# ---- linked_fifo_sched ----
Fig. 1: linked_fifo_sched, routing congestion map
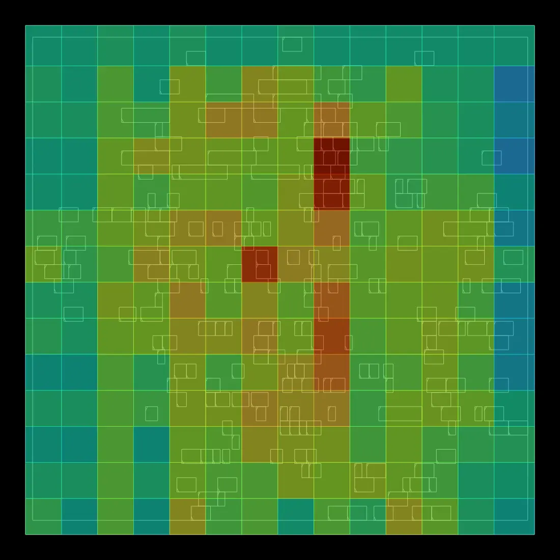

### config.mk
export PLATFORM = sky130hd
export DESIGN_NAME = linked_fifo_sched
export DESIGN_NICKNAME = d
export VERILOG_FILES = /design/src/rtl/linked_fifo_sched_pkg.sv /design/src/rtl/rr_arbiter.sv /design/src/rtl/linked_fifo_sched.sv
export SDC_FILE = /design/constraint.sdc
export NUM_CORES = 1
export LEC_CHECK = 0
export CAP_MARGIN = 40
export CELL_PAD_IN_SITES_DETAIL_PLACEMENT = 0
export CELL_PAD_IN_SITES_GLOBAL_PLACEMENT = 1
export CORE_MARGIN = 1
export CORE_UTILIZATION = 20
export DETAILED_ROUTE_END_ITERATION = 10
export PLACE_DENSITY_LB_ADDON = 0.1
export SLEW_MARGIN = 10
export SYNTH_ARGS = -nofsm -noshare
export SYNTH_HDL_FRONTEND = slang
export SYNTH_SLANG_ARGS = --single-unit
### constraint.sdc
create_clock -name clk -period 5.4 [get_ports clk]
set_input_delay 1.08 -clock clk [delete_from_list [all_inputs] [get_ports clk]]
set_output_delay 1.08 -clock clk [all_outputs]
set_load 0.01 [all_outputs]
### src/rtl/linked_fifo_sched_pkg.sv
// linked_fifo_sched_pkg
//   Shared constants, types and helpers for the linked_fifo dequeue
//   scheduler. Imported by rr_arbiter and linked_fifo_sched.
//   - STAT_W      : width of the optional commit/revoke counters
//   - QNUM_DEF/QW : default queue count and matching queue-id width
//   - qid_t       : queue-id type for the default configuration; modules
//                   with a parameterised queue count declare a local
//                   qid_t of the same shape
//   - rr_next()   : wrap-around increment used to advance the RR pointer
package linked_fifo_sched_pkg;

    localparam int STAT_W   = 32;
    localparam int QNUM_DEF = 16;
    localparam int QW_DEF   = $clog2(QNUM_DEF);

    typedef logic [QW_DEF-1:0] qid_t;
    typedef logic [STAT_W-1:0] stat_t;

    // Returns ptr + 1, wrapping to 0 when it reaches n.
    function automatic int unsigned rr_next(input int unsigned ptr, input int unsigned n);
        return (ptr + 32'd1 >= n) ? 32'd0 : ptr + 32'd1;
    endfunction

endpackage

### src/rtl/rr_arbiter.sv
// rr_arbiter
//   Purely combinational round-robin picker. The lowest requesting index
//   at or above ptr wins; if none exists, the lowest requesting index
//   overall wins (wrap-around). The pointer itself lives in the parent.
//   Ports:
//     req     in  N   request vector
//     ptr     in  W   round-robin start index
//     gnt_vld out 1   at least one request present
//     gnt_idx out W   winning index (0 when gnt_vld = 0)
module rr_arbiter
    import linked_fifo_sched_pkg::*;
#(
    parameter int  N = 16,
    localparam int W = $clog2(N)
) (
    input  logic [N-1:0] req,
    input  logic [W-1:0] ptr,
    output logic         gnt_vld,
    output logic [W-1:0] gnt_idx
);

    logic [N-1:0] req_hi;

    // Masked double-priority encode: first look only at indices >= ptr,
    // fall back to the unmasked vector to model the wrap.
    // NOTE: every signal written in always_comb gets a default at the top
    // so no path leaves it unassigned, which would infer a latch.
    always_comb begin
        req_hi  = '0;
        gnt_vld = |req;
        gnt_idx = '0;
        for (int i = 0; i < N; i++) begin
            req_hi[i] = req[i] && (i >= int'(ptr));
        end
        // Scanning from the top down leaves the lowest hit in gnt_idx.
        if (|req_hi) begin
            for (int i = N - 1; i >= 0; i--) begin
                if (req_hi[i]) gnt_idx = W'(i);
            end
        end else begin
            for (int i = N - 1; i >= 0; i--) begin
                if (req[i]) gnt_idx = W'(i);
            end
        end
    end

endmodule

### src/rtl/linked_fifo_sched.sv
// linked_fifo_sched
//   Enqueue front-end and dequeue scheduler for the multi-queue linked_fifo.
//   Each cycle it issues at most one dequeue, round-robin among non-empty
//   queues whose consumer is ready. The data returns one cycle later; if
//   the consumer dropped ready meanwhile, the dequeue is cancelled with
//   f_revoke (which also blocks enqueue and issue for that cycle).
//
//   Optional build macro: LINKED_FIFO_SCHED_STATS_EN adds two saturating
//   counters, stat_commit and stat_revoke. Scheduling is unaffected.
//
//   Ports:
//     clk, rstn                   clock, async active-low reset
//     in_vld/in_rdy/in_qid/in_data upstream enqueue handshake
//     f_enq/f_enqid/f_enqData     enqueue request to FIFO
//     f_enqRdy_r                  FIFO has room (registered)
//     f_deq/f_deqid/f_revoke      dequeue request / cancel to FIFO
//     f_deqVld_r                  per-queue non-empty from FIFO
//     f_dataVld/f_deqData         registered dequeue data from FIFO
//     out_rdy                     per-queue consumer ready
//     out_vld/out_qid/out_data    delivery to consumer (must be taken)
//     stat_commit/stat_revoke     counters (only with the macro)
module linked_fifo_sched
    import linked_fifo_sched_pkg::*;
#(
    parameter int  QNUM    = 16,
    parameter int  PAYLOAD = 32,
    localparam int QW      = $clog2(QNUM)
) (
    input  logic               clk,
    input  logic               rstn,
    input  logic               in_vld,
    output logic               in_rdy,
    input  logic [QW-1:0]      in_qid,
    input  logic [PAYLOAD-1:0] in_data,
    output logic               f_enq,
    output logic [QW-1:0]      f_enqid,
    output logic [PAYLOAD-1:0] f_enqData,
    input  logic               f_enqRdy_r,
    output logic               f_deq,
    output logic [QW-1:0]      f_deqid,
    output logic               f_revoke,
    input  logic [QNUM-1:0]    f_deqVld_r,
    input  logic               f_dataVld,
    input  logic [PAYLOAD-1:0] f_deqData,
    input  logic [QNUM-1:0]    out_rdy,
    output logic               out_vld,
    output logic [QW-1:0]      out_qid,
`ifdef LINKED_FIFO_SCHED_STATS_EN
    output logic [STAT_W-1:0]  stat_commit,
    output logic [STAT_W-1:0]  stat_revoke,
`endif
    output logic [PAYLOAD-1:0] out_data
);

    typedef logic [QW-1:0] lqid_t;

    logic      pend_vld_q, pend_vld_d;
    lqid_t     pend_qid_q, pend_qid_d;
    lqid_t     rr_ptr_q,   rr_ptr_d;

    logic            resolve;
    logic            commit;
    logic            revoke_now;
    lqid_t           arb_ptr;
    logic [QNUM-1:0] elig;
    logic            gnt_vld;
    lqid_t           gnt_idx;

    // Resolution of last cycle's dequeue and the pointer used for this
    // cycle's pick. When the pending entry resolves now, the pointer is
    // forwarded (pend_qid + 1) so back-to-back issues rotate immediately
    // instead of re-picking the queue just served.
    always_comb begin
        resolve    = pend_vld_q && f_dataVld;
        commit     = resolve && out_rdy[pend_qid_q];
        revoke_now = resolve && !out_rdy[pend_qid_q];
        arb_ptr    = resolve ? QW'(rr_next(32'(pend_qid_q), QNUM)) : rr_ptr_q;
        // The FIFO ignores deq during a revoke, so nothing is eligible then.
        elig       = f_deqVld_r & out_rdy & ~{QNUM{revoke_now}};
    end

    rr_arbiter #(.N(QNUM)) u_arb (
        .req     (elig),
        .ptr     (arb_ptr),
        .gnt_vld (gnt_vld),
        .gnt_idx (gnt_idx)
    );

    // Next state. A pending entry with no returned data is dropped without
    // revoke and leaves the pointer where it was.
    always_comb begin
        rr_ptr_d   = arb_ptr;
        pend_vld_d = gnt_vld;
        pend_qid_d = gnt_vld ? gnt_idx : pend_qid_q;
    end

    // NOTE: sequential state uses non-blocking assignments so every flop
    // samples pre-edge values regardless of block evaluation order.
    always_ff @(posedge clk or negedge rstn) begin
        if (!rstn) begin
            pend_vld_q <= 1'b0;
            pend_qid_q <= '0;
            rr_ptr_q   <= '0;
        end else begin
            pend_vld_q <= pend_vld_d;
            pend_qid_q <= pend_qid_d;
            rr_ptr_q   <= rr_ptr_d;
        end
    end

    // Outputs.
    always_comb begin
        f_deq     = gnt_vld;
        f_deqid   = gnt_idx;
        f_revoke  = revoke_now;
        in_rdy    = f_enqRdy_r && !revoke_now;
        f_enq     = in_vld && in_rdy;
        f_enqid   = in_qid;
        f_enqData = in_data;
        out_vld   = commit;
        out_qid   = pend_qid_q;
        out_data  = f_deqData;
    end

`ifndef SYNTHESIS
    always_ff @(posedge clk) begin
        if (rstn && pend_vld_q && !f_dataVld) begin
            $error("linked_fifo_sched: no f_dataVld for pending dequeue of q%0d", pend_qid_q);
        end
    end
`endif

`ifdef LINKED_FIFO_SCHED_STATS_EN
    stat_t stat_commit_q, stat_commit_d;
    stat_t stat_revoke_q, stat_revoke_d;

    // Saturating counters: hold at all-ones.
    always_comb begin
        stat_commit_d = stat_commit_q;
        stat_revoke_d = stat_revoke_q;
        if (commit && stat_commit_q != '1) stat_commit_d = stat_commit_q + STAT_W'(1);
        if (revoke_now && stat_revoke_q != '1) stat_revoke_d = stat_revoke_q + STAT_W'(1);
    end

    always_ff @(posedge clk or negedge rstn) begin
        if (!rstn) begin
            stat_commit_q <= '0;
            stat_revoke_q <= '0;
        end else begin
            stat_commit_q <= stat_commit_d;
            stat_revoke_q <= stat_revoke_d;
        end
    end

    assign stat_commit = stat_commit_q;
    assign stat_revoke = stat_revoke_q;
`endif

endmodule

# ---- pattern_tx ----
--- src/rtl/pattern_tx.sv ---
// Serial frame transmitter: sync preamble, data word MSB first, optional even parity.
// The line idles at 0; o_ready reopens on the last bit so frames can run back-to-back.
module pattern_tx #(
  parameter int         WIDTH     = 8,
  parameter logic [7:0] PAT       = 8'b0000_0101,
  parameter int         PAT_LEN   = 3,
  parameter bit         PARITY_EN = 1'b1
) (
  input  logic             in_clk,
  input  logic             in_rst,
  input  logic             in_valid,
  input  logic [WIDTH-1:0] in_data,
  output logic             o_ready,
  output logic             o_d,
  output logic             o_busy,
  output logic             o_done
);

  // state | meaning
  // IDLE  | line held at 0, waiting for a word
  // PRE   | preamble bit on o_d, r_cnt = preamble bits still to follow
  // DATA  | data bit on o_d, r_cnt = data bits still to follow
  // PAR   | parity bit on o_d (last bit of frame)
  typedef enum logic [1:0] {IDLE, PRE, DATA, PAR} state_t;

  localparam int         MAXL      = (PAT_LEN > WIDTH) ? PAT_LEN : WIDTH;
  localparam int         CW        = $clog2(MAXL + 1);
  localparam logic [7:0] PAT_ALIGN = 8'(PAT << (8 - PAT_LEN));

  state_t           r_state, w_state;
  logic [CW-1:0]    r_cnt, w_cnt;
  logic [WIDTH-1:0] r_shift, w_shift;
  logic [7:0]       r_pat, w_pat;
  logic             r_par, w_par;
  logic             r_d, w_d;
  logic             w_accept;

  assign o_d      = r_d;
  assign o_busy   = (r_state != IDLE);
  assign o_done   = (r_state == PAR) ||
                    ((r_state == DATA) && (r_cnt == '0) && !PARITY_EN);
  assign o_ready  = (r_state == IDLE) || o_done;
  assign w_accept = in_valid && o_ready;

  always_ff @(posedge in_clk) begin
    if (in_rst) begin
      r_state <= IDLE;
      r_cnt   <= '0;
      r_shift <= '0;
      r_pat   <= '0;
      r_par   <= 1'b0;
      r_d     <= 1'b0;
    end else begin
      r_state <= w_state;
      r_cnt   <= w_cnt;
      r_shift <= w_shift;
      r_pat   <= w_pat;
      r_par   <= w_par;
      r_d     <= w_d;
    end
  end

  always_comb begin
    w_state = r_state;
    w_cnt   = r_cnt;
    w_shift = r_shift;
    w_pat   = r_pat;
    w_par   = r_par;
    w_d     = 1'b0;
    case (r_state)
      PRE: begin
        if (r_cnt != '0) begin
          w_d   = r_pat[7];
          w_pat = r_pat << 1;
          w_cnt = r_cnt - CW'(1);
        end else begin
          w_state = DATA;
          w_d     = r_shift[WIDTH-1];
          w_shift = r_shift << 1;
          w_cnt   = CW'(WIDTH - 1);
        end
      end
      DATA: begin
        if (r_cnt != '0) begin
          w_d     = r_shift[WIDTH-1];
          w_shift = r_shift << 1;
          w_cnt   = r_cnt - CW'(1);
        end else if (PARITY_EN) begin
          w_state = PAR;
          w_d     = r_par;
        end else begin
          w_state = IDLE;
        end
      end
      PAR:     w_state = IDLE;
      default: w_state = IDLE;
    endcase
    // Accept only happens in IDLE or on the last bit, so it cleanly overrides the frame end.
    if (w_accept) begin
      w_state = PRE;
      w_d     = PAT_ALIGN[7];
      w_pat   = PAT_ALIGN << 1;
      w_cnt   = CW'(PAT_LEN - 1);
      w_shift = in_data;
      w_par   = ^in_data;
    end
  end

endmodule

--- config.mk ---
export PLATFORM = sky130hd
export DESIGN_NAME = pattern_tx
export DESIGN_NICKNAME = d
export VERILOG_FILES = /design/src/rtl/pattern_tx.sv
export SDC_FILE = /design/constraint.sdc
export NUM_CORES = 1
export LEC_CHECK = 0
export ABC_AREA = 1
export CAP_MARGIN = 10
export CORE_UTILIZATION = 44
export CTS_CLUSTER_SIZE = 30
export DETAILED_ROUTE_END_ITERATION = 16
export DONT_BUFFER_PORTS = 1
export SYNTH_ARGS = -nofsm -noshare
export SYNTH_HDL_FRONTEND = slang
export SYNTH_SLANG_ARGS = --single-unit
--- constraint.sdc ---
create_clock -name in_clk -period 2.2 [get_ports in_clk]
set_input_delay 0.44 -clock in_clk [delete_from_list [all_inputs] [get_ports in_clk]]
set_output_delay 0.44 -clock in_clk [all_outputs]
set_load 0.01 [all_outputs]
# ---- uart_msg_gen ----
`src/rtl/uart_msg_pkg.sv`:
```
// Shared encodings for the UART message generator: command modes,
// terminator selection, terminator characters and FSM states.
package uart_msg_pkg;

    localparam logic [1:0] MODE_INC  = 2'd0;
    localparam logic [1:0] MODE_FILL = 2'd1;
    localparam logic [1:0] MODE_COPY = 2'd2;
    localparam logic [1:0] MODE_RSVD = 2'd3;

    localparam int EOL_NONE = 0;
    localparam int EOL_LF   = 1;
    localparam int EOL_LFCR = 2;

    localparam logic [7:0] CHAR_LF = 8'h0A;
    localparam logic [7:0] CHAR_CR = 8'h0D;

    typedef enum logic [1:0] {
        S_IDLE = 2'd0,
        S_BODY = 2'd1,
        S_EOL  = 2'd2,
        S_DONE = 2'd3
    } state_t;

    // Number of terminator characters appended for a given EOL_MODE.
    function automatic int eol_count(input int eol_mode);
        case (eol_mode)
            EOL_LF:   return 1;
            EOL_LFCR: return 2;
            default:  return 0;
        endcase
    endfunction

endpackage

```
`src/rtl/uart_msg_gen.sv`:
```
// Composes a UART TX message into a shared buffer RAM (INC / FILL / COPY body
// plus optional LF/CR terminator), then offers it to the TX side via valid/ready.
module uart_msg_gen
    import uart_msg_pkg::*;
#(
    parameter int               WIDTH      = 8,
    parameter int               LEN        = 256,
    parameter logic [WIDTH-1:0] START_CHAR = 8'h41,
    parameter int               EOL_MODE   = 2,
    parameter int               MSG_START  = 0,
    parameter int               BOOT_LEN   = 5,
    localparam int              AW         = $clog2(LEN)
) (
    input  logic             clk,
    input  logic             rst,
    input  logic             cmd_valid,
    output logic             cmd_ready,
    input  logic [1:0]       cmd_mode,
    input  logic [AW:0]      cmd_len,
    input  logic [WIDTH-1:0] cmd_data,
    output logic [AW-1:0]    wr_addr,
    output logic [WIDTH-1:0] wr_data,
    output logic             wr_en,
    output logic [AW-1:0]    rd_addr,
    output logic             rd_en,
    input  logic [WIDTH-1:0] rd_data,
    output logic             msg_valid,
    input  logic             msg_ready,
    output logic [AW:0]      msg_len,
    output logic             cmd_err
);

    localparam int EOL_N = eol_count(EOL_MODE);

    state_t           state_r;
    logic [1:0]       mode_r;
    logic [AW:0]      len_r;
    logic [WIDTH-1:0] data_r;
    logic [AW:0]      rcnt_r;
    logic [WIDTH-1:0] wr_data_r;
    logic             copy_sel_r;
    logic             boot_r;

    logic             cmd_take_s;
    logic             cmd_bad_s;
    logic             start_s;
    logic [AW+1:0]    need_s;
    logic [1:0]       st_mode_s;
    logic [AW:0]      st_len_s;
    logic [WIDTH-1:0] st_data_s;
    logic             last_body_s;

    // COPY writes take the RAM read data straight through, aligned by copy_sel_r.
    assign wr_data = copy_sel_r ? rd_data : wr_data_r;

    // Command acceptance, length check and boot-message substitution.
    always_comb begin
        cmd_take_s  = cmd_valid && cmd_ready;
        need_s      = {1'b0, cmd_len} + (AW+2)'(EOL_N);
        cmd_bad_s   = (cmd_mode == MODE_RSVD) || (need_s > (AW+2)'(LEN));
        start_s     = boot_r || (cmd_take_s && !cmd_bad_s);
        st_mode_s   = cmd_mode;
        st_len_s    = cmd_len;
        st_data_s   = cmd_data;
        if (boot_r) begin
            st_mode_s = MODE_INC;
            st_len_s  = (AW+1)'(BOOT_LEN);
            st_data_s = '0;
        end else begin
            st_mode_s = cmd_mode;
        end
        last_body_s = wr_en && ({1'b0, wr_addr} == (len_r - (AW+1)'(1)));
    end

    // Message FSM with all buffer-side and handshake outputs registered.
    always_ff @(posedge clk) begin
        if (rst) begin
            state_r    <= S_IDLE;
            mode_r     <= MODE_INC;
            len_r      <= '0;
            data_r     <= '0;
            rcnt_r     <= '0;
            wr_data_r  <= '0;
            copy_sel_r <= 1'b0;
            boot_r     <= (MSG_START != 0);
            cmd_ready  <= (MSG_START == 0);
            wr_addr    <= '0;
            wr_en      <= 1'b0;
            rd_addr    <= '0;
            rd_en      <= 1'b0;
            msg_valid  <= 1'b0;
            msg_len    <= '0;
            cmd_err    <= 1'b0;
        end else begin
            wr_en      <= 1'b0;
            rd_en      <= 1'b0;
            cmd_err    <= 1'b0;
            copy_sel_r <= 1'b0;
            case (state_r)
                S_IDLE: begin
                    if (start_s) begin
                        boot_r    <= 1'b0;
                        cmd_ready <= 1'b0;
                        mode_r    <= st_mode_s;
                        len_r     <= st_len_s;
                        data_r    <= st_data_s;
                        if (st_len_s == '0) begin
                            if (EOL_N == 0) begin
                                state_r   <= S_DONE;
                                msg_valid <= 1'b1;
                                msg_len   <= '0;
                            end else begin
                                state_r   <= S_EOL;
                                wr_en     <= 1'b1;
                                wr_addr   <= '0;
                                wr_data_r <= WIDTH'(CHAR_LF);
                            end
                        end else if (st_mode_s == MODE_COPY) begin
                            state_r <= S_BODY;
                            rd_en   <= 1'b1;
                            rd_addr <= AW'(st_data_s);
                            rcnt_r  <= (AW+1)'(1);
                        end else begin
                            state_r   <= S_BODY;
                            wr_en     <= 1'b1;
                            wr_addr   <= '0;
                            wr_data_r <= (st_mode_s == MODE_INC) ? START_CHAR : st_data_s;
                        end
                    end else if (cmd_take_s) begin
                        cmd_err <= 1'b1;
                    end else begin
                        cmd_err <= 1'b0;
                    end
                end
                S_BODY: begin
                    if (last_body_s) begin
                        if (EOL_N == 0) begin
                            state_r   <= S_DONE;
                            msg_valid <= 1'b1;
                            msg_len   <= len_r;
                        end else begin
                            state_r   <= S_EOL;
                            wr_en     <= 1'b1;
                            wr_addr   <= AW'(len_r);
                            wr_data_r <= WIDTH'(CHAR_LF);
                        end
                    end else if (mode_r == MODE_COPY) begin
                        if (rcnt_r < len_r) begin
                            rd_en   <= 1'b1;
                            rd_addr <= AW'(data_r) + AW'(rcnt_r);
                            rcnt_r  <= rcnt_r + (AW+1)'(1);
                        end else begin
                            rd_en <= 1'b0;
                        end
                        // A read issued last cycle lands in the buffer this cycle.
                        if (rd_en) begin
                            wr_en      <= 1'b1;
                            wr_addr    <= wr_en ? (wr_addr + AW'(1)) : '0;
                            copy_sel_r <= 1'b1;
                        end else begin
                            wr_en <= 1'b0;
                        end
                    end else begin
                        wr_en     <= 1'b1;
                        wr_addr   <= wr_addr + AW'(1);
                        wr_data_r <= (mode_r == MODE_INC)
                                     ? (START_CHAR + WIDTH'(wr_addr) + WIDTH'(1)) : data_r;
                    end
                end
                S_EOL: begin
                    if ((EOL_N == 2) && (wr_data_r == WIDTH'(CHAR_LF))) begin
                        wr_en     <= 1'b1;
                        wr_addr   <= wr_addr + AW'(1);
                        wr_data_r <= WIDTH'(CHAR_CR);
                    end else begin
                        state_r   <= S_DONE;
                        msg_valid <= 1'b1;
                        msg_len   <= len_r + (AW+1)'(EOL_N);
                    end
                end
                S_DONE: begin
                    if (msg_ready) begin
                        state_r   <= S_IDLE;
                        msg_valid <= 1'b0;
                        cmd_ready <= 1'b1;
                    end else begin
                        msg_valid <= 1'b1;
                    end
                end
                default: begin
                    state_r <= S_IDLE;
                end
            endcase
        end
    end

endmodule

```
`config.mk`:
```
export PLATFORM = sky130hd
export DESIGN_NAME = uart_msg_gen
export DESIGN_NICKNAME = d
export VERILOG_FILES = /design/src/rtl/uart_msg_pkg.sv /design/src/rtl/uart_msg_gen.sv
export SDC_FILE = /design/constraint.sdc
export NUM_CORES = 1
export LEC_CHECK = 0
export ABC_AREA = 1
export CAP_MARGIN = 20
export CORE_MARGIN = 2
export CORE_UTILIZATION = 50
export CTS_CLUSTER_SIZE = 8
export DETAILED_ROUTE_END_ITERATION = 8
export PLACE_DENSITY = 0.8
export REMOVE_ABC_BUFFERS = 1
export SETUP_SLACK_MARGIN = 0.15
export SLEW_MARGIN = 20
export SYNTH_ARGS = -nofsm -noshare
export SYNTH_HDL_FRONTEND = slang
export SYNTH_SLANG_ARGS = --single-unit
```
`constraint.sdc`:
```
create_clock -name clk -period 2.07 [get_ports clk]
set_input_delay 0.414 -clock clk [delete_from_list [all_inputs] [get_ports clk]]
set_output_delay 0.414 -clock clk [all_outputs]
set_load 0.02 [all_outputs]
```
# ---- maxnet_winner_detect ----
**config.mk**
```make
export PLATFORM = sky130hd
export DESIGN_NAME = maxnet_winner_detect
export DESIGN_NICKNAME = d
export VERILOG_FILES = /design/src/rtl/maxnet_winner_detect.sv
export SDC_FILE = /design/constraint.sdc
export NUM_CORES = 1
export LEC_CHECK = 0
export CAP_MARGIN = 20
export CELL_PAD_IN_SITES_DETAIL_PLACEMENT = 0
export CELL_PAD_IN_SITES_GLOBAL_PLACEMENT = 1
export CORE_UTILIZATION = 23
export DETAILED_ROUTE_END_ITERATION = 12
export PLACE_DENSITY_LB_ADDON = 0.1
export SLEW_MARGIN = 20
export SYNTH_ARGS = -nofsm -noshare
export SYNTH_HDL_FRONTEND = slang
export SYNTH_SLANG_ARGS = --single-unit
```
**constraint.sdc**
```tcl
create_clock -name clk -period 2 [get_ports clk]
set_input_delay 0.4 -clock clk [delete_from_list [all_inputs] [get_ports clk]]
set_output_delay 0.4 -clock clk [all_outputs]
set_load 0.03 [all_outputs]
```
**src/rtl/maxnet_winner_detect.sv**
```systemverilog
// Maxnet resolution monitor: watches one activation vector per accepted beat.
// Reports a stable single survivor, an all-dead field, or an exhausted iteration budget.
module maxnet_winner_detect #(
  parameter int N        = 4,
  parameter int DATA_W   = 32,
  parameter int MAX_ITER = 64,
  parameter int STABLE   = 1,
  localparam int IDX_W   = $clog2(N),
  localparam int CNT_W   = $clog2(MAX_ITER + 1),
  localparam int NZ_W    = $clog2(N + 1)
) (
  input  logic                clk,
  input  logic                rst_n,
  input  logic                start,
  input  logic                ack,
  input  logic                in_valid,
  input  logic [N*DATA_W-1:0] x,
  input  logic [N*DATA_W-1:0] a,
  output logic                in_ready,
  output logic                done,
  output logic [1:0]          status,
  output logic [IDX_W-1:0]    win_idx,
  output logic [DATA_W-1:0]   win_value,
  output logic [CNT_W-1:0]    iter_count,
  output logic [NZ_W-1:0]     nz_count
);

  localparam int ST_W = $clog2(STABLE + 1);

  typedef enum logic [1:0] {ST_IDLE, ST_RUN, ST_DONE} state_t;
  typedef enum logic [1:0] {NONE_YET, WIN, ALL_ZERO, TIMEOUT} status_t;

  state_t              state_q, state_d;
  status_t             status_q, status_d;
  logic [IDX_W-1:0]    win_idx_q, win_idx_d;
  logic [DATA_W-1:0]   win_value_q, win_value_d;
  logic [CNT_W-1:0]    iter_q, iter_d, iter_inc;
  logic [NZ_W-1:0]     nz_q, nz_d, nz_cnt;
  logic [ST_W-1:0]     stable_q, stable_d, stable_nx;
  logic                found;
  logic [IDX_W-1:0]    sel_idx;
  logic [DATA_W-1:0]   sel_val;

  always_ff @(posedge clk or negedge rst_n) begin
    if (!rst_n) begin
      state_q     <= ST_IDLE;
      status_q    <= NONE_YET;
      win_idx_q   <= '0;
      win_value_q <= '0;
      iter_q      <= '0;
      nz_q        <= '0;
      stable_q    <= '0;
    end else begin
      state_q     <= state_d;
      status_q    <= status_d;
      win_idx_q   <= win_idx_d;
      win_value_q <= win_value_d;
      iter_q      <= iter_d;
      nz_q        <= nz_d;
      stable_q    <= stable_d;
    end
  end

  // Nonzero count and lowest-index survivor; the sign bit is excluded so -0 is dead.
  always_comb begin
    nz_cnt  = '0;
    found   = 1'b0;
    sel_idx = '0;
    sel_val = '0;
    for (int unsigned i = 0; i < N; i++) begin
      if (|x[i*DATA_W +: DATA_W-1]) begin
        nz_cnt = nz_cnt + NZ_W'(1);
        if (!found) begin
          found   = 1'b1;
          sel_idx = IDX_W'(i);
          sel_val = a[i*DATA_W +: DATA_W];
        end
      end
    end
  end

  always_comb begin
    state_d     = state_q;
    status_d    = status_q;
    win_idx_d   = win_idx_q;
    win_value_d = win_value_q;
    iter_d      = iter_q;
    nz_d        = nz_q;
    stable_d    = stable_q;
    iter_inc    = iter_q + CNT_W'(1);
    // win_idx_q always holds the previous single survivor whenever stable_q is nonzero.
    stable_nx   = (sel_idx == win_idx_q) ? stable_q + ST_W'(1) : ST_W'(1);

    unique case (state_q)
      ST_IDLE: begin
        if (start) begin
          state_d     = ST_RUN;
          status_d    = NONE_YET;
          win_idx_d   = '0;
          win_value_d = '0;
          iter_d      = '0;
          stable_d    = '0;
        end
      end
      ST_RUN: begin
        if (start) begin
          status_d    = NONE_YET;
          win_idx_d   = '0;
          win_value_d = '0;
          iter_d      = '0;
          stable_d    = '0;
        end else if (in_valid) begin
          iter_d = iter_inc;
          nz_d   = nz_cnt;
          if (nz_cnt == '0) begin
            status_d = ALL_ZERO;
            state_d  = ST_DONE;
          end else begin
            if (nz_cnt == NZ_W'(1)) begin
              win_idx_d   = sel_idx;
              win_value_d = sel_val;
              stable_d    = stable_nx;
            end else begin
              stable_d = '0;
            end
            if (nz_cnt == NZ_W'(1) && stable_nx == ST_W'(STABLE)) begin
              status_d = WIN;
              state_d  = ST_DONE;
            end else if (iter_inc == CNT_W'(MAX_ITER)) begin
              status_d = TIMEOUT;
              state_d  = ST_DONE;
            end
          end
        end
      end
      ST_DONE: begin
        if (start) begin
          state_d     = ST_RUN;
          status_d    = NONE_YET;
          win_idx_d   = '0;
          win_value_d = '0;
          iter_d      = '0;
          stable_d    = '0;
        end else if (ack) begin
          state_d = ST_IDLE;
        end
      end
      default: state_d = ST_IDLE;
    endcase
  end

  assign in_ready   = (state_q == ST_RUN);
  assign done       = (state_q == ST_DONE);
  assign status     = status_q;
  assign win_idx    = win_idx_q;
  assign win_value  = win_value_q;
  assign iter_count = iter_q;
  assign nz_count   = nz_q;

endmodule

```
Fig. 2: uart_msg_gen, a small window of the routed layout
Window x 64 to 89, y 13 to 38 um. Cells in grey, sequential cells in the stronger grey; small squares are vias.
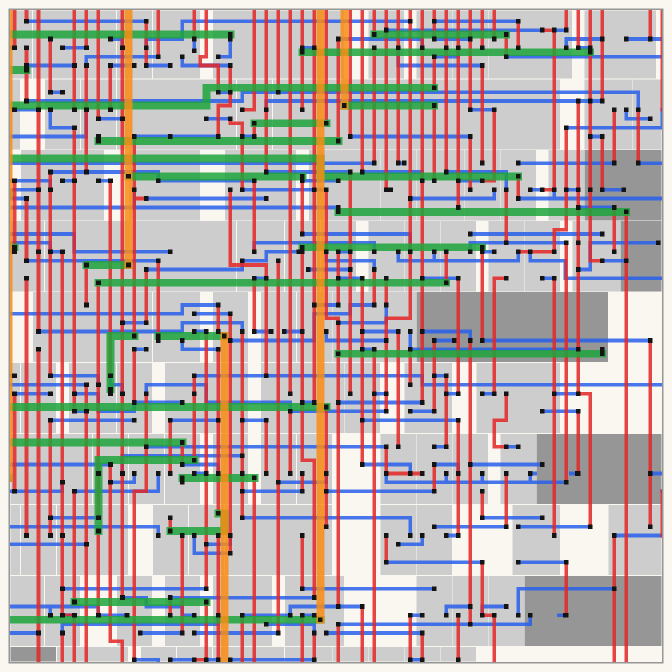
Key: metal 4 = orange; metal 2 = red; metal 1 = blue; metal 3 = green
82 logic cells have their middle in the window. Sequential cells in the window: 3. Most frequent: nand2_1 (39), buf_4 (6). Netlist names of flops here include wr_addr (3).

==> Slide: Implementation Results, uart_msg_gen <==
Key Metrics from the Run

Run status
  – Run status: finished, violations left
  – Failing checks: negative setup slack

Pwr
  – Leakage: ~2.9 nW

Drt
  – Drt pass-1 iters: 5
  – Metal2 WL: 7050 um
  – Routed length on met1: approximately 6400 um

Floorplanning
  – Core Util at FP: between 50 and 60%
  – Total I/O pin count: 69
  – Die X: 102 um
  – Chip area: approximately 0.010 mm^2

Layout
  – Area Overhead vs Synth: 38.2%
  – Fill cells: 737
  – Logic area: 0.00326 mm^2

Final timing
  – Final period util: 101%
  – Hold slack: 467 ps
  – Worst Setup Slack, final: -15.2 ps
  – Setup violators final: 1
  – Final hold violations: 0

GRT
  – Initial antenna violation count: 0
  – Vias in the first global route: 5108
  – Total congestion overflow: 0

Worst setup path
  – Worst reg2reg path startpoint: len_r[1]
  – R2R Setup Slk: -20 ps
  – CP Capture Point: wr_data_r[7]

Flow run
  – Tool Warnings: 31

Place
  – Dpl hpwl: 11100 um

Synth
  – Avg Cell Area, Syn: 6.90 um^2
  – Adder Area Share: 7.22%
==> uart_msg_gen: where the power goes <==
part           internal (W)  switching (W)  leakage, nW
clock network      0.000741       0.000534        0.116
logic               0.00173        0.00267         2.21
registers           0.00163       0.000235        0.566
==> uart_msg_gen: worst max-delay path: stages (launching register included) <==
cell and delay, ps:
dfxtp_2 360, inv_4 50, ha_4 270, nor2_2 30
nor2_1 100, nand2_1 90, nor2_4 130, nand2_4 80
nor2_8 130, nand3_4 160, nand3_4 140, nand2_8 90
buf_6 140, nor2_1 140, nor2_1 70
==> uart_msg_gen: state kept, by name (all words and copies together), names as in the netlist <==
register / flops
cmd_err: 1
cmd_ready: 1
copy_sel_r: 1
data_r: 8
len_r: 9
mode_r: 2
msg_len: 9
msg_valid: 1
rcnt_r: 9
rd_addr: 8
rd_en: 1
state_r: 2
wr_addr: 8
wr_data_r: 8
wr_en: 1
==> uart_msg_gen: through the flow <==
step	cells	cell area (um^2)	total power, W	setup WS [ps]
floorplan	671	4660	0.00417	-44.6
detailed placement	930	5990	0.00567	-542
global placement	930	5990	0.00555	-462
CTS	951	6410	0.00723	-25.3
finish	958	6610	0.00754	-15.2
global route	958	6610	0.00798	-159
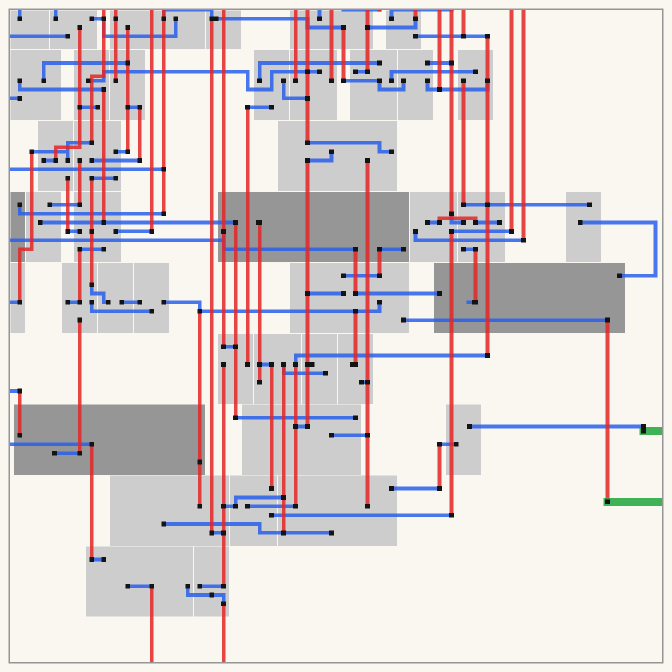
Fig. 3. A small window of the routed layout (pattern_tx).
Window x 27 to 52, y 1 to 26 um. Cells in grey, sequential cells in the stronger grey; small squares are vias.
Key: metal 2 = red; metal 1 = blue; metal 3 = green
Sequential cells in the window: 3. 39 logic cells have their middle in the window. Most frequent: inv_1 (8), nand2_1 (6), ha_1 (5). Netlist names of flops here include r_state (2), r_pat (1).

Fig. 4: pattern_tx, register map, names as in the netlist
Other sequential cells in the stronger grey, the rest of the logic in the fainter grey.
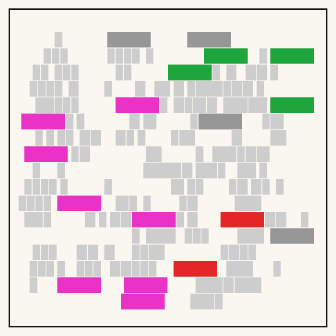
Key: r_shift = magenta [flops 8]; r_cnt = green [flops 4, where north-east]; r_state = red [flops 2]
Another 4 sequential cells are not coloured.

==> Slide: Implementation Results, pattern_tx <==
Key Metrics from the Run

GRT
  – Total global-route track usage: 18.3%
  – Vias in the first global route: 916
  – Initial antenna violation count: 0
  – First-pass GRT wire length: 3670 um

Layout
  – N_diodes: 0
  – Nets: about 190
  – Final cell count without fillers: 204
  – Area Overhead vs Synth: 5.90%
  – Most frequent cells in the layout: 48 x nand2_1, 26 x inv_1, 21 x nor2_1

Drt
  – DRT antenna net count: 0

Floorplanning
  – Row count: 17

Flow run
  – Tool Warnings: 30

Synth
  – XOR Share, Synth: 2.34%
  – Ao+oa area frac: 13.7%
  – Area leader, netlist: dfxtp_1
  – Largest type area fraction: 32.1%
  – Cell count after synthesis: 173
  – Basic Gates by Area: 34.9%

Final timing
  – Final period util: 81.4%
  – Minimum clock period: 1790 ps
  – Fmax: about 0.56 GHz

Clocking
  – Clk slew on worst S/H paths: 110 ps
  – Post-CTS sizing: 0
  – CTS tree: yes

Pwr
  – Sw frac: 47.9%
  – Combinational power: 0.000923 W
  – Leakage: 0.601 nW
  – PwrDens: 1390 mW/mm^2
  – Total power: roughly 0.0017 W
  – Peak VDD IR: between 0.5 and 0.6 mV

Run status
  – Run status: completed

Worst setup path
  – CP top delay family: simple AND/OR/NAND/NOR gates
pattern_tx: synthesized netlist by cell type, types with 2 or more instances:
library cell and n:
a21oi_1 8, xnor2_1 2, nand2_4 2, o21ai_0 18
inv_1 26, nor2_1 21, ha_1 6, nand3_1 7
inv_2 2, nand2_1 48, dfxtp_1 18, nand2_2 2
pattern_tx: layout make-up:
class                      instances  area [um^2]
tap                               28         35.0
sequential                        18          360
inverter                          29          111
fill                             234         1130
multi-input combinational        125          647
clock buffer                       4         36.3
pattern_tx: final timing paths:
| path | start | to | slack, ps | cells past startpoint |
|---|---|---|---|---|
| worst max-delay path | r_state[0] | r_shift[1] | 410 | 8 |
| worst min-delay path | in_rst | r_shift[0] | 190 | 1 |
| worst min register to register | r_pat[7] | r_pat[7] | 460 | 2 |
| worst max register to register | r_state[0] | r_shift[1] | 410 | 8 |
pattern_tx: state kept, by name (all words and copies together) (netlist names):
signal   flops
r_shift      8
r_cnt        4
r_pat        2
r_state      2
o_d          1
r_par        1
pattern_tx: layer usage:
layer	vias to the layer above	global-route usage, %	share of wire (%)
met3	4	2.61	2.5
li1	544	-	-
met4	0	7.89	0.87
met2	13	33.3	49
met5	-	0	0
met1	458	20.8	47
Fig. 5: linked_fifo_sched, a small window of the routed layout
Window x 61 to 86, y 12 to 37 um. Cells in grey, sequential cells in the stronger grey; small squares are vias.
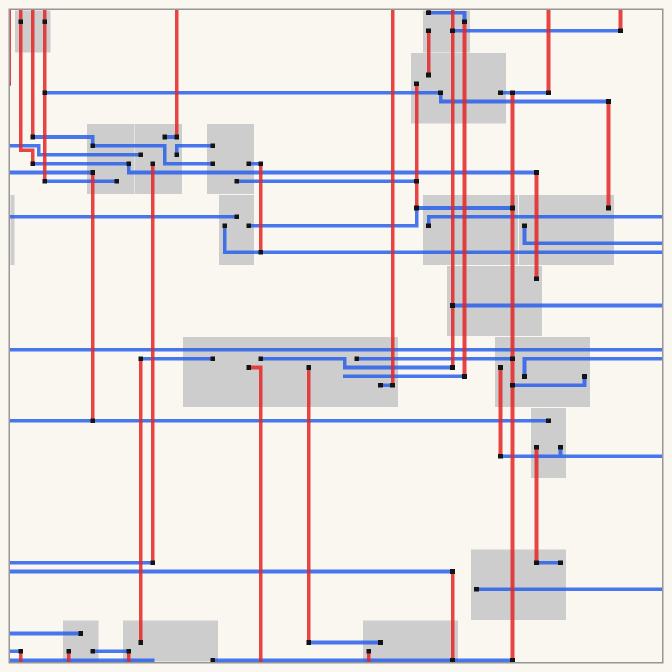
Key: metal 2 = red; metal 1 = blue
17 logic cells have their middle in the window. Sequential cells in the window: 0. Most frequent: mux2i_1 (4), nand2_1 (4), clkdlybuf4s50_1 (4).

Fig. 6: linked_fifo_sched, M4 wires
Cells faint in the background.
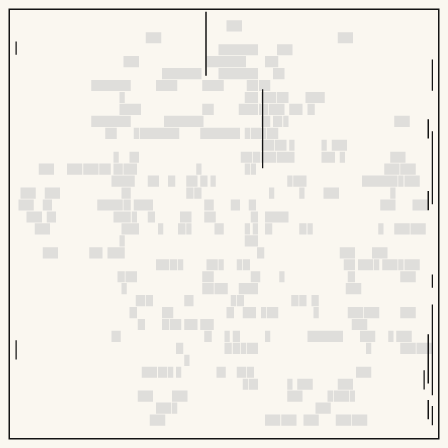
The layer holds 2.0% of the routed length. The wires run mostly vertical. The longest straight run is 20.4 um. 14 nets have wire on it. The layer carries 116 um of wire.

About Fig. 1:
GRT met3 Usage: 3.02%
grt met1 use: 17.4%
met2 usage: 18.1%

==> Slide: Implementation Results, linked_fifo_sched <==
Key Metrics from the Run

Run status
  – Run status: completed

Final timing
  – Fmax: about 0.2 GHz
  – RSZ-0062 raised after global routing: false
  – Setup violators final: 0
  – Minimum clock period: 5130 ps
  – Max Slew Vio Count: 0

Clocking
  – Sink Count: 9

Pwr
  – Sequential Power Share: between 10% and 20%
  – Peak VDD IR: 0.280 mV
  – Total power: 0.00109 W
  – Sw frac: roughly half

Layout
  – Layout cells sized above 1: between 10% and 20%
  – ClkCell Share: roughly 2.3%

Flow run
  – Tool Warnings: 26

GRT
  – First-pass GRT wire length: 9240 um

Place
  – RePlAce Congestion: 0.757
==> linked_fifo_sched: worst min path at each step <==
stage	slack, ps	end	depth (start not counted)	start
floorplan	560	rr_ptr_q[1]	2	rr_ptr_q[1]
global placement	700	rr_ptr_q[1]	2	rr_ptr_q[1]
detailed placement	680	rr_ptr_q[1]	2	rr_ptr_q[1]
CTS	690	rr_ptr_q[1]	2	rr_ptr_q[1]
global route	750	rr_ptr_q[1]	2	rr_ptr_q[1]
finish	690	rr_ptr_q[1]	2	rr_ptr_q[1]
==> linked_fifo_sched: state kept, by name, summed over array words and instances (netlist names) <==
name and cells:
pend_vld_q 1, rr_ptr_q 4, out_qid 4
==> linked_fifo_sched: worst max-delay path, stage by stage <==
cell and delay, ps:
clkdlybuf4s50_1 560, and2_1 190, buf_4 150, a22o_2 230
and2_1 150, o221ai_1 120, nor3_1 260, nand3_1 250
nor4b_2 360, or2_1 150, clkdlybuf4s50_1 540
==> linked_fifo_sched: metal layers <==
| metal | vias up | part of all wire (%) |
|---|---|---|
| li1 | 749 | - |
| met1 | 716 | 49 |
| met2 | 73 | 41 |
| met3 | 28 | 8.1 |
| met4 | 0 | 2.0 |
| met5 | - | 0 |
Fig. 7: maxnet_winner_detect, wiring by layer
Two of the layers only.
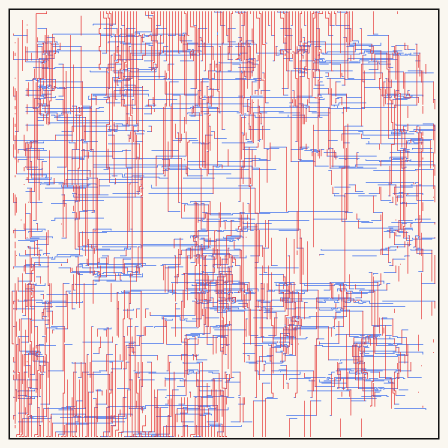
Key: metal 2 = red [wire length 9740 um]; metal 1 = blue [wire length 6420 um]

Fig. 8: maxnet_winner_detect, routing congestion map
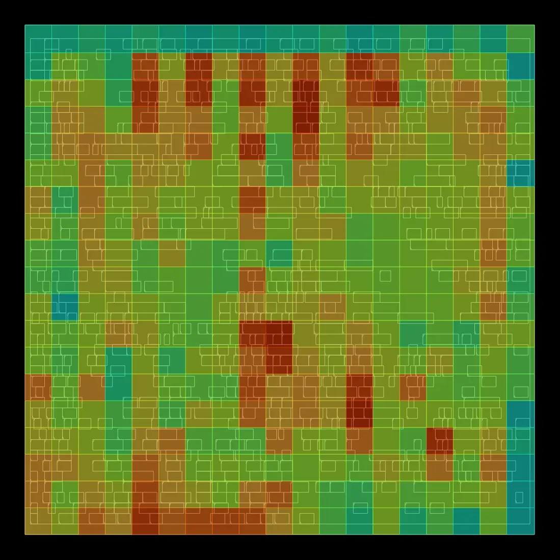
GR peak layer: met2
Routed wire per std cell: 17.2 um
met2 usage: 39.6%
total global-route track usage: 20.1%

==> Slide: Implementation Results, maxnet_winner_detect <==
Key Metrics from the Run

Layout
  – Layout cells sized above 1: 25.7%
  – FF+latch area: 0.00123 mm^2

Run status
  – Run status: finished, violations left
  – Failing checks: negative setup slack

Pwr
  – P_sw: roughly 0.0009 W
  – Leakage: 3.41 nW
  – Sequential Power Share: 35.3%
  – Total power: between 0.003 and 0.004 W

Clocking
  – Post-CTS Setup Repair Bufs: 13

Synth
  – Basic Gates by Area: 23.6%
  – Count leader, synth: dfrtp_1

Drt
  – Number of remaining DRC errors: 0
  – Routed length on met1: 6420 um
  – Vias after detailed routing: between 4000 and 5000
  – DRT antenna net count: 0

Place
  – Dpl hpwl: 13700 um
  – Port Buffer Count: between 300 and 400

GRT
  – First-pass GRT wire length: 27400 um
  – Largest net degree at the start of global routing: 33

Final timing
  – Worst Setup Slack, final: -990 ps
  – Hold slack: 32.5 ps
  – Setup violators final: 42

Min path
  – Worst Hold Class: in -> async

Worst setup path
  – Crit. path cell count: 15

Floorplanning
  – Total I/O pin count: 309
maxnet_winner_detect: logic make-up (layout without fill, tap and decap cells):
kind of cell             count (synthesis)  in the layout
adder cells (fa/ha/maj)                  6              6
AND/OR/NAND/NOR                        142            142
AND-OR/OR-AND                          144            144
multiplexers                            26             26
flip-flops                              49             49
XOR/XNOR                                 8              8
buffers and inverters                   57            427
maxnet_winner_detect: power groups by stage:
stage                     clock (W)  combinational (W)  sequential (W)
after floorplan                   0           0.000213         0.00125
after global placement            0            0.00112         0.00111
after global routing       0.000950            0.00120         0.00110
final                      0.000881            0.00113         0.00109
after detailed placement          0            0.00113         0.00111
after CTS                  0.000912            0.00114         0.00109
maxnet_winner_detect: final cells by class:
cell class | count | area share, %
Timing Repair Buffer | 389 | 45.4
Sequential cell | 49 | 14.9
Clock buffer | 5 | 1.52
Inverter | 30 | 1.46
Multi-Input combinational cell | 326 | 33.1
Clock inverter | 3 | 0.319
Tap cell | 216 | 3.28
maxnet_winner_detect: state kept, by name, summed over array words and instances, names as in the netlist:
register and cells:
win_value 32, win_idx 2, state_q 2, nz_count 3
status 2, iter_count 7, stable_q 1

==> notes/layouts.md <==
Pictures saved along the way, in no particular order.

Floorplan with the power grid.
image #1
Scale bar: 20 um. Pins as bars on the die edge. Tap cells in grey.
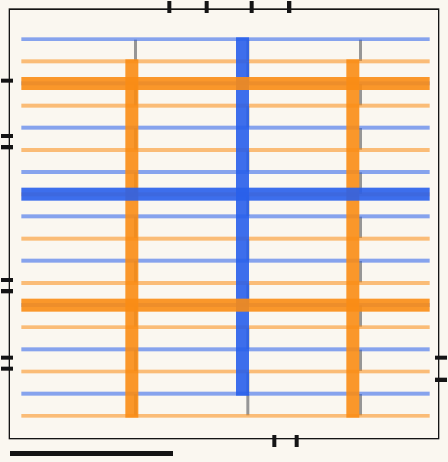
image #2
Scale bar: 50 um. Pins as bars on the die edge. Tap cells in grey.
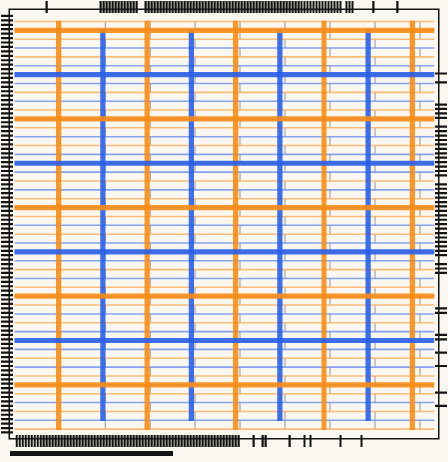
image #3
Scale bar: 20 um. Pins as bars on the die edge. Tap cells in grey.
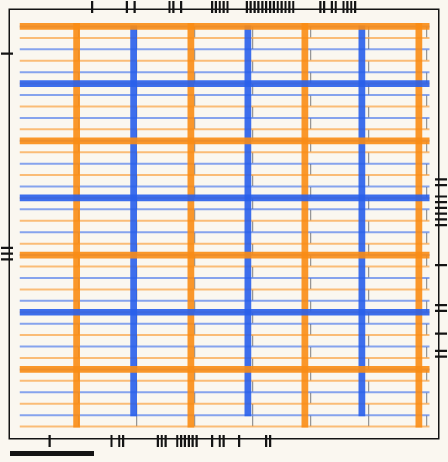
image #4
Scale bar: 20 um. Pins as bars on the die edge. Tap cells in grey.
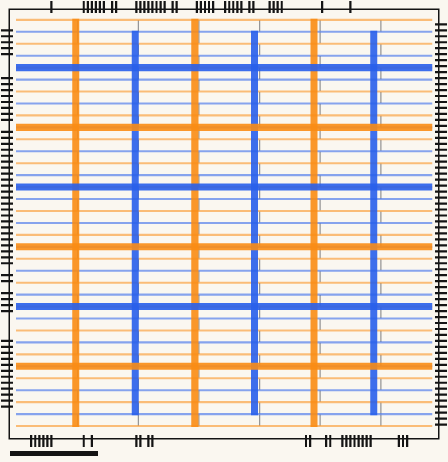
image #1: pattern_tx
image #4: linked_fifo_sched
image #2: maxnet_winner_detect
image #3: uart_msg_gen
Of these, most pins: image #2
Of these, largest die: image #2

Key to image #3:
Key: VDD = blue; VSS = orange
129 tap cells. 36 met1 rails follow the rows. 7 straps on met5. The core has 35 rows. 7 straps on met4.


# ---- uart_rx_checked ----
Fig. 9: uart_rx_checked, floorplan with the power grid
Scale bar: 20 um. Pins as bars on the die edge. Tap cells in grey.
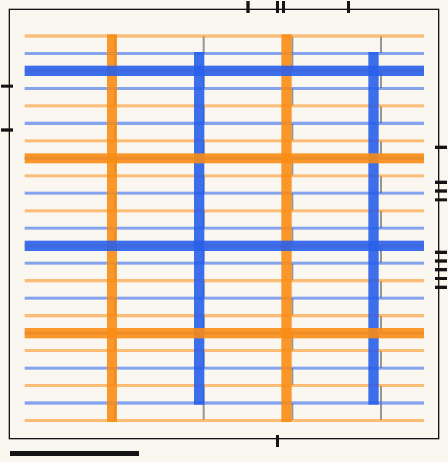
Fig. 10: uart_rx_checked, routing congestion map
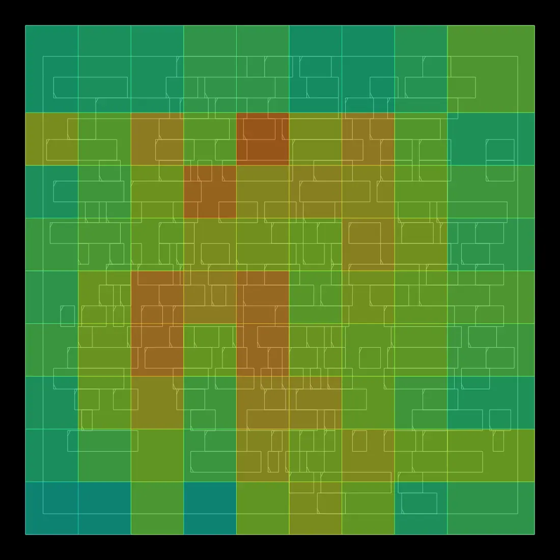
Fig. 11: uart_rx_checked, wiring by layer
Two of the layers only.
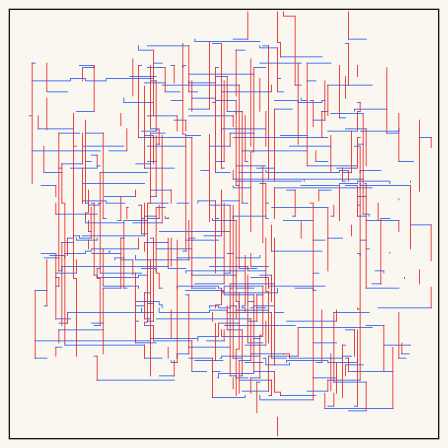
`src/rtl/uart_rx_checked.sv`:
```
// uart_rx_checked
//   8N1 UART receiver, LSB first, CLKS_PER_BIT clocks per bit. Two-flop input
//   synchroniser, 3-sample majority vote per bit, false-start rejection,
//   framing-error and overrun detection, valid/ready output handshake.
//
// Ports
//   clk           system clock, rising edge
//   rst           asynchronous active-high reset
//   i_rx          raw serial line, idle high, asynchronous to clk
//   i_data_ready  consumer accepts o_data_byte while o_data_valid is high
//   o_data_valid  o_data_byte holds an unconsumed byte
//   o_data_byte   received byte, stable while o_data_valid is high
//   o_frame_err   one-clock pulse: stop bit sampled low
//   o_overrun     one-clock pulse: good frame dropped because output was full
//   o_busy        receiver is in any state other than IDLE
module uart_rx_checked #(
    parameter int unsigned CLKS_PER_BIT = 200
) (
    input  logic       clk,
    input  logic       rst,
    input  logic       i_rx,
    input  logic       i_data_ready,
    output logic       o_data_valid,
    output logic [7:0] o_data_byte,
    output logic       o_frame_err,
    output logic       o_overrun,
    output logic       o_busy
);

    localparam int unsigned H  = CLKS_PER_BIT / 2;
    localparam int unsigned CW = $clog2(CLKS_PER_BIT);

    typedef logic [CW-1:0] cnt_t;

    localparam cnt_t CNT_S0   = cnt_t'(H - 1);
    localparam cnt_t CNT_S1   = cnt_t'(H);
    localparam cnt_t CNT_DEC  = cnt_t'(H + 1);
    localparam cnt_t CNT_LAST = cnt_t'(CLKS_PER_BIT - 1);

    typedef enum logic [2:0] {
        S_IDLE,
        S_START,
        S_DATA,
        S_STOP,
        S_BREAK
    } state_t;

    logic       rx_meta_q;
    logic       rx_s_q;
    state_t     state_q, state_d;
    cnt_t       cnt_q, cnt_d;
    logic [2:0] idx_q, idx_d;
    logic [7:0] shift_q, shift_d;
    logic [1:0] smp_q, smp_d;
    logic       valid_q, valid_d;
    logic [7:0] byte_q, byte_d;
    logic       ferr_q, ferr_d;
    logic       ovr_q, ovr_d;

    logic at_dec;
    logic at_last;
    logic maj;
    logic consume;

    always_ff @(posedge clk or posedge rst) begin
        if (rst) begin
            rx_meta_q <= 1'b1;
            rx_s_q    <= 1'b1;
        end else begin
            rx_meta_q <= i_rx;
            rx_s_q    <= rx_meta_q;
        end
    end

    always_ff @(posedge clk or posedge rst) begin
        if (rst) begin
            state_q <= S_IDLE;
            cnt_q   <= '0;
            idx_q   <= '0;
            shift_q <= '0;
            smp_q   <= '0;
            valid_q <= 1'b0;
            byte_q  <= '0;
            ferr_q  <= 1'b0;
            ovr_q   <= 1'b0;
        end else begin
            state_q <= state_d;
            cnt_q   <= cnt_d;
            idx_q   <= idx_d;
            shift_q <= shift_d;
            smp_q   <= smp_d;
            valid_q <= valid_d;
            byte_q  <= byte_d;
            ferr_q  <= ferr_d;
            ovr_q   <= ovr_d;
        end
    end

    assign at_dec  = (cnt_q == CNT_DEC);
    assign at_last = (cnt_q == CNT_LAST);
    // Third sample is the live rx_s at the decision count.
    assign maj     = (smp_q[0] & smp_q[1]) | (smp_q[0] & rx_s_q) | (smp_q[1] & rx_s_q);
    assign consume = valid_q & i_data_ready;

    always_comb begin
        state_d = state_q;
        cnt_d   = cnt_q;
        idx_d   = idx_q;
        shift_d = shift_q;
        smp_d   = smp_q;
        valid_d = valid_q;
        byte_d  = byte_q;
        ferr_d  = 1'b0;
        ovr_d   = 1'b0;

        if (consume) begin
            valid_d = 1'b0;
        end

        if (cnt_q == CNT_S0) begin
            smp_d[0] = rx_s_q;
        end
        if (cnt_q == CNT_S1) begin
            smp_d[1] = rx_s_q;
        end

        unique case (state_q)
            S_IDLE: begin
                cnt_d = '0;
                if (!rx_s_q) begin
                    state_d = S_START;
                end
            end
            S_START: begin
                cnt_d = at_last ? '0 : cnt_q + cnt_t'(1);
                if (at_dec && maj) begin
                    state_d = S_IDLE;
                    cnt_d   = '0;
                end else if (at_last) begin
                    state_d = S_DATA;
                    idx_d   = '0;
                end
            end
            S_DATA: begin
                cnt_d = at_last ? '0 : cnt_q + cnt_t'(1);
                if (at_dec) begin
                    shift_d = {maj, shift_q[7:1]};
                end
                if (at_last) begin
                    if (idx_q == 3'd7) begin
                        state_d = S_STOP;
                    end else begin
                        idx_d = idx_q + 3'd1;
                    end
                end
            end
            S_STOP: begin
                cnt_d = cnt_q + cnt_t'(1);
                if (at_dec) begin
                    cnt_d = '0;
                    if (maj) begin
                        // A byte being consumed on this edge frees the slot,
                        // so the new byte loads without overrun.
                        if (!valid_q || consume) begin
                            byte_d  = shift_q;
                            valid_d = 1'b1;
                        end else begin
                            ovr_d = 1'b1;
                        end
                        state_d = S_IDLE;
                    end else begin
                        ferr_d  = 1'b1;
                        state_d = S_BREAK;
                    end
                end
            end
            S_BREAK: begin
                cnt_d = '0;
                if (rx_s_q) begin
                    state_d = S_IDLE;
                end
            end
            default: begin
                state_d = S_IDLE;
                cnt_d   = '0;
            end
        endcase
    end

    assign o_data_valid = valid_q;
    assign o_data_byte  = byte_q;
    assign o_frame_err  = ferr_q;
    assign o_overrun    = ovr_q;
    assign o_busy       = (state_q != S_IDLE);

endmodule

```
`config.mk`:
```
export PLATFORM = sky130hd
export DESIGN_NAME = uart_rx_checked
export DESIGN_NICKNAME = d
export VERILOG_FILES = /design/src/rtl/uart_rx_checked.sv
export SDC_FILE = /design/constraint.sdc
export NUM_CORES = 1
export LEC_CHECK = 0
export CELL_PAD_IN_SITES_DETAIL_PLACEMENT = 1
export CELL_PAD_IN_SITES_GLOBAL_PLACEMENT = 2
export CORE_MARGIN = 2
export CORE_UTILIZATION = 44
export CTS_BUF_LIST = sky130_fd_sc_hd__clkbuf_2 sky130_fd_sc_hd__clkbuf_4 sky130_fd_sc_hd__clkbuf_8
export CTS_CLUSTER_DIAMETER = 40
export DETAILED_ROUTE_END_ITERATION = 12
export HOLD_SLACK_MARGIN = 0.06
export PLACE_DENSITY = 0.88
export REMOVE_ABC_BUFFERS = 1
export SLEW_MARGIN = 5
export SYNTH_ARGS = -nofsm -noshare
export SYNTH_HDL_FRONTEND = slang
export SYNTH_SLANG_ARGS = --single-unit
```
`constraint.sdc`:
```
create_clock -name clk -period 4.5 [get_ports clk]
set_input_delay 0.45 -clock clk [delete_from_list [all_inputs] [get_ports clk]]
set_output_delay 0.45 -clock clk [all_outputs]
set_load 0.02 [all_outputs]
```
==> Slide: Implementation Results <==
Key Metrics from the Run

Synth
  – Seq share, synth: a little over half
  – Yosys cell types: 41
  – Yosys stat area: 0.00172 mm^2
  – Top post-synthesis cells by count: 35 x dfrtp_1, 19 x mux2_2, 7 x nor2_1, 7 x nor3_1
  – Ys async rst share: 100%
  – Ao+oa area frac: 7.04%

Place
  – Dpl hpwl: 2350 um
  – Pre-CTS setup slack: 2500 ps

Min path
  – Worst hold endpoint: rx_s_q
  – Worst Hold Class: reg -> reg

Final timing
  – Minimum clock period: 2100 ps
  – Final period util: between 40% and 50%
  – Worst-Margin Slew: 451 ps

Layout
  – Non-clk bufs: 16
  – ClkCell Share: 4.83%
  – Clock buffers: 8
  – Comb_multi_in: about 84
  – Inverters: 6

Clocking
  – Clock latency on the worst-skew pair: between 200 and 300 ps
  – Hold_buf cts: 0
  – Clk root buf: clkbuf_8

Drt
  – Metal2 WL: approximately 1600 um
  – Final wirelength: 3040 um

Floorplanning
  – Chip area: between 0.004 and 0.005 mm^2
  – Tap Cells: ~48
  – Total I/O pin count: 16

Run status
  – Run status: completed

Worst setup path
  – Crit-path max cell delay: 540 ps
  – Critical path required time: ~4000 ps
  – Crit path max fanout: 8
  – CP arrival: 1650 ps

GRT
  – Largest net degree at the start of global routing: 38
  – Total global-route track usage: roughly 17%
  – GR peak layer: met2

Pwr
  – Peak VDD IR: 0.175 mV
About Fig. 9:
Key: VSS = orange; VDD = blue
48 tap cells. The core has 22 rows. 4 straps on met4.

About Fig. 10:
Routed wire per std cell: 15.3 um
GRT met3 Usage: 4.56%
grt met1 use: 19.4%
met2 usage: 30.1%
Final Util: 54.4%

About Fig. 11:
Key: metal 1 = blue [wire length 1300 um]; metal 2 = red [wire length 1640 um]

[metrics by stage]
step	utilization, %	hold slack [ps]	power, W
finish	54.4	357	0.000585
global placement	51.8	347	0.000351
CTS	54.4	358	0.000595
detailed placement	51.8	348	0.000351
floorplan	-	345	0.000346
global route	54.4	360	0.000611
[worst max-delay path by stage]
stage / startpoint / end / slack (ps) / cells past startpoint
after global routing: state_q[1] / o_busy / 2340 / 2
after CTS: state_q[1] / o_busy / 2390 / 2
after detailed placement: cnt_q[1] / o_data_byte[5] / 2500 / 6
final: state_q[1] / o_busy / 2400 / 2
after global placement: i_data_ready / o_data_byte[5] / 2550 / 4
after floorplan: cnt_q[1] / o_data_byte[0] / 2710 / 6
[cell families after synthesis]
kind of cell	count (synthesis)
xor+xnor	6
mux	19
buf+inv	8
compound gates	11
fa+ha+maj	6
simple gates	42
flops	37
[placed cells by master, fill, tap and decap left out, drive strengths merged, types with 2 or more instances in the layout]
cell	count
dfrtp	35
mux2	19
clkdlybuf4s50	15
nor3	8
nor2	8
clkbuf	8
nand2	6
inv	5
ha	5
nand3	4
xor2	3
xnor2	3
and4	2
nand4	2
or3b	2
a22o	2
dfstp	2
and3b	2
nor2b	2
o21ai	2


==> gallery <==
Wiring by layer.
Two of the layers only.
shot_01.png
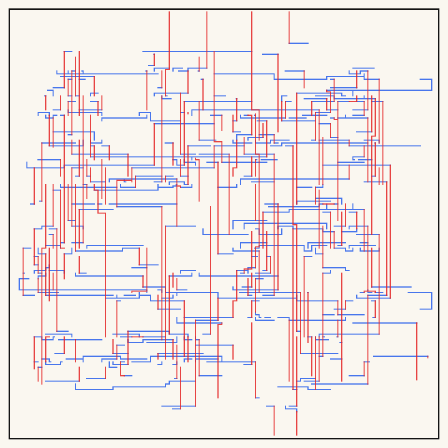
shot_02.png
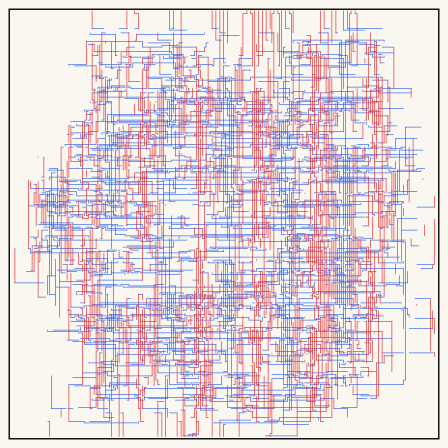
shot_03.png
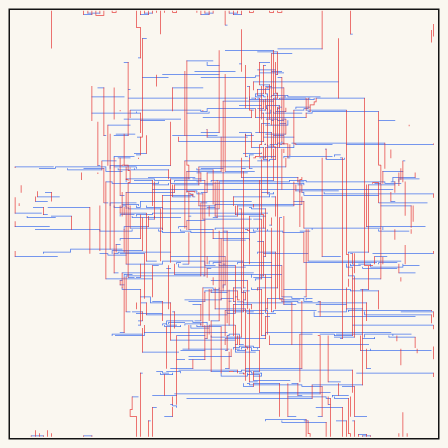
pattern_tx: shot_01.png
uart_msg_gen: shot_02.png
linked_fifo_sched: shot_03.png
The one with the least wire is shot_01.png.
The one with the most wire is shot_02.png.

Key to shot_02.png:
Key: metal 1 = blue [wire length 6390 um]; metal 2 = red [wire length 7050 um]

No activity file was given, so power comes from the tool's default toggle rates.
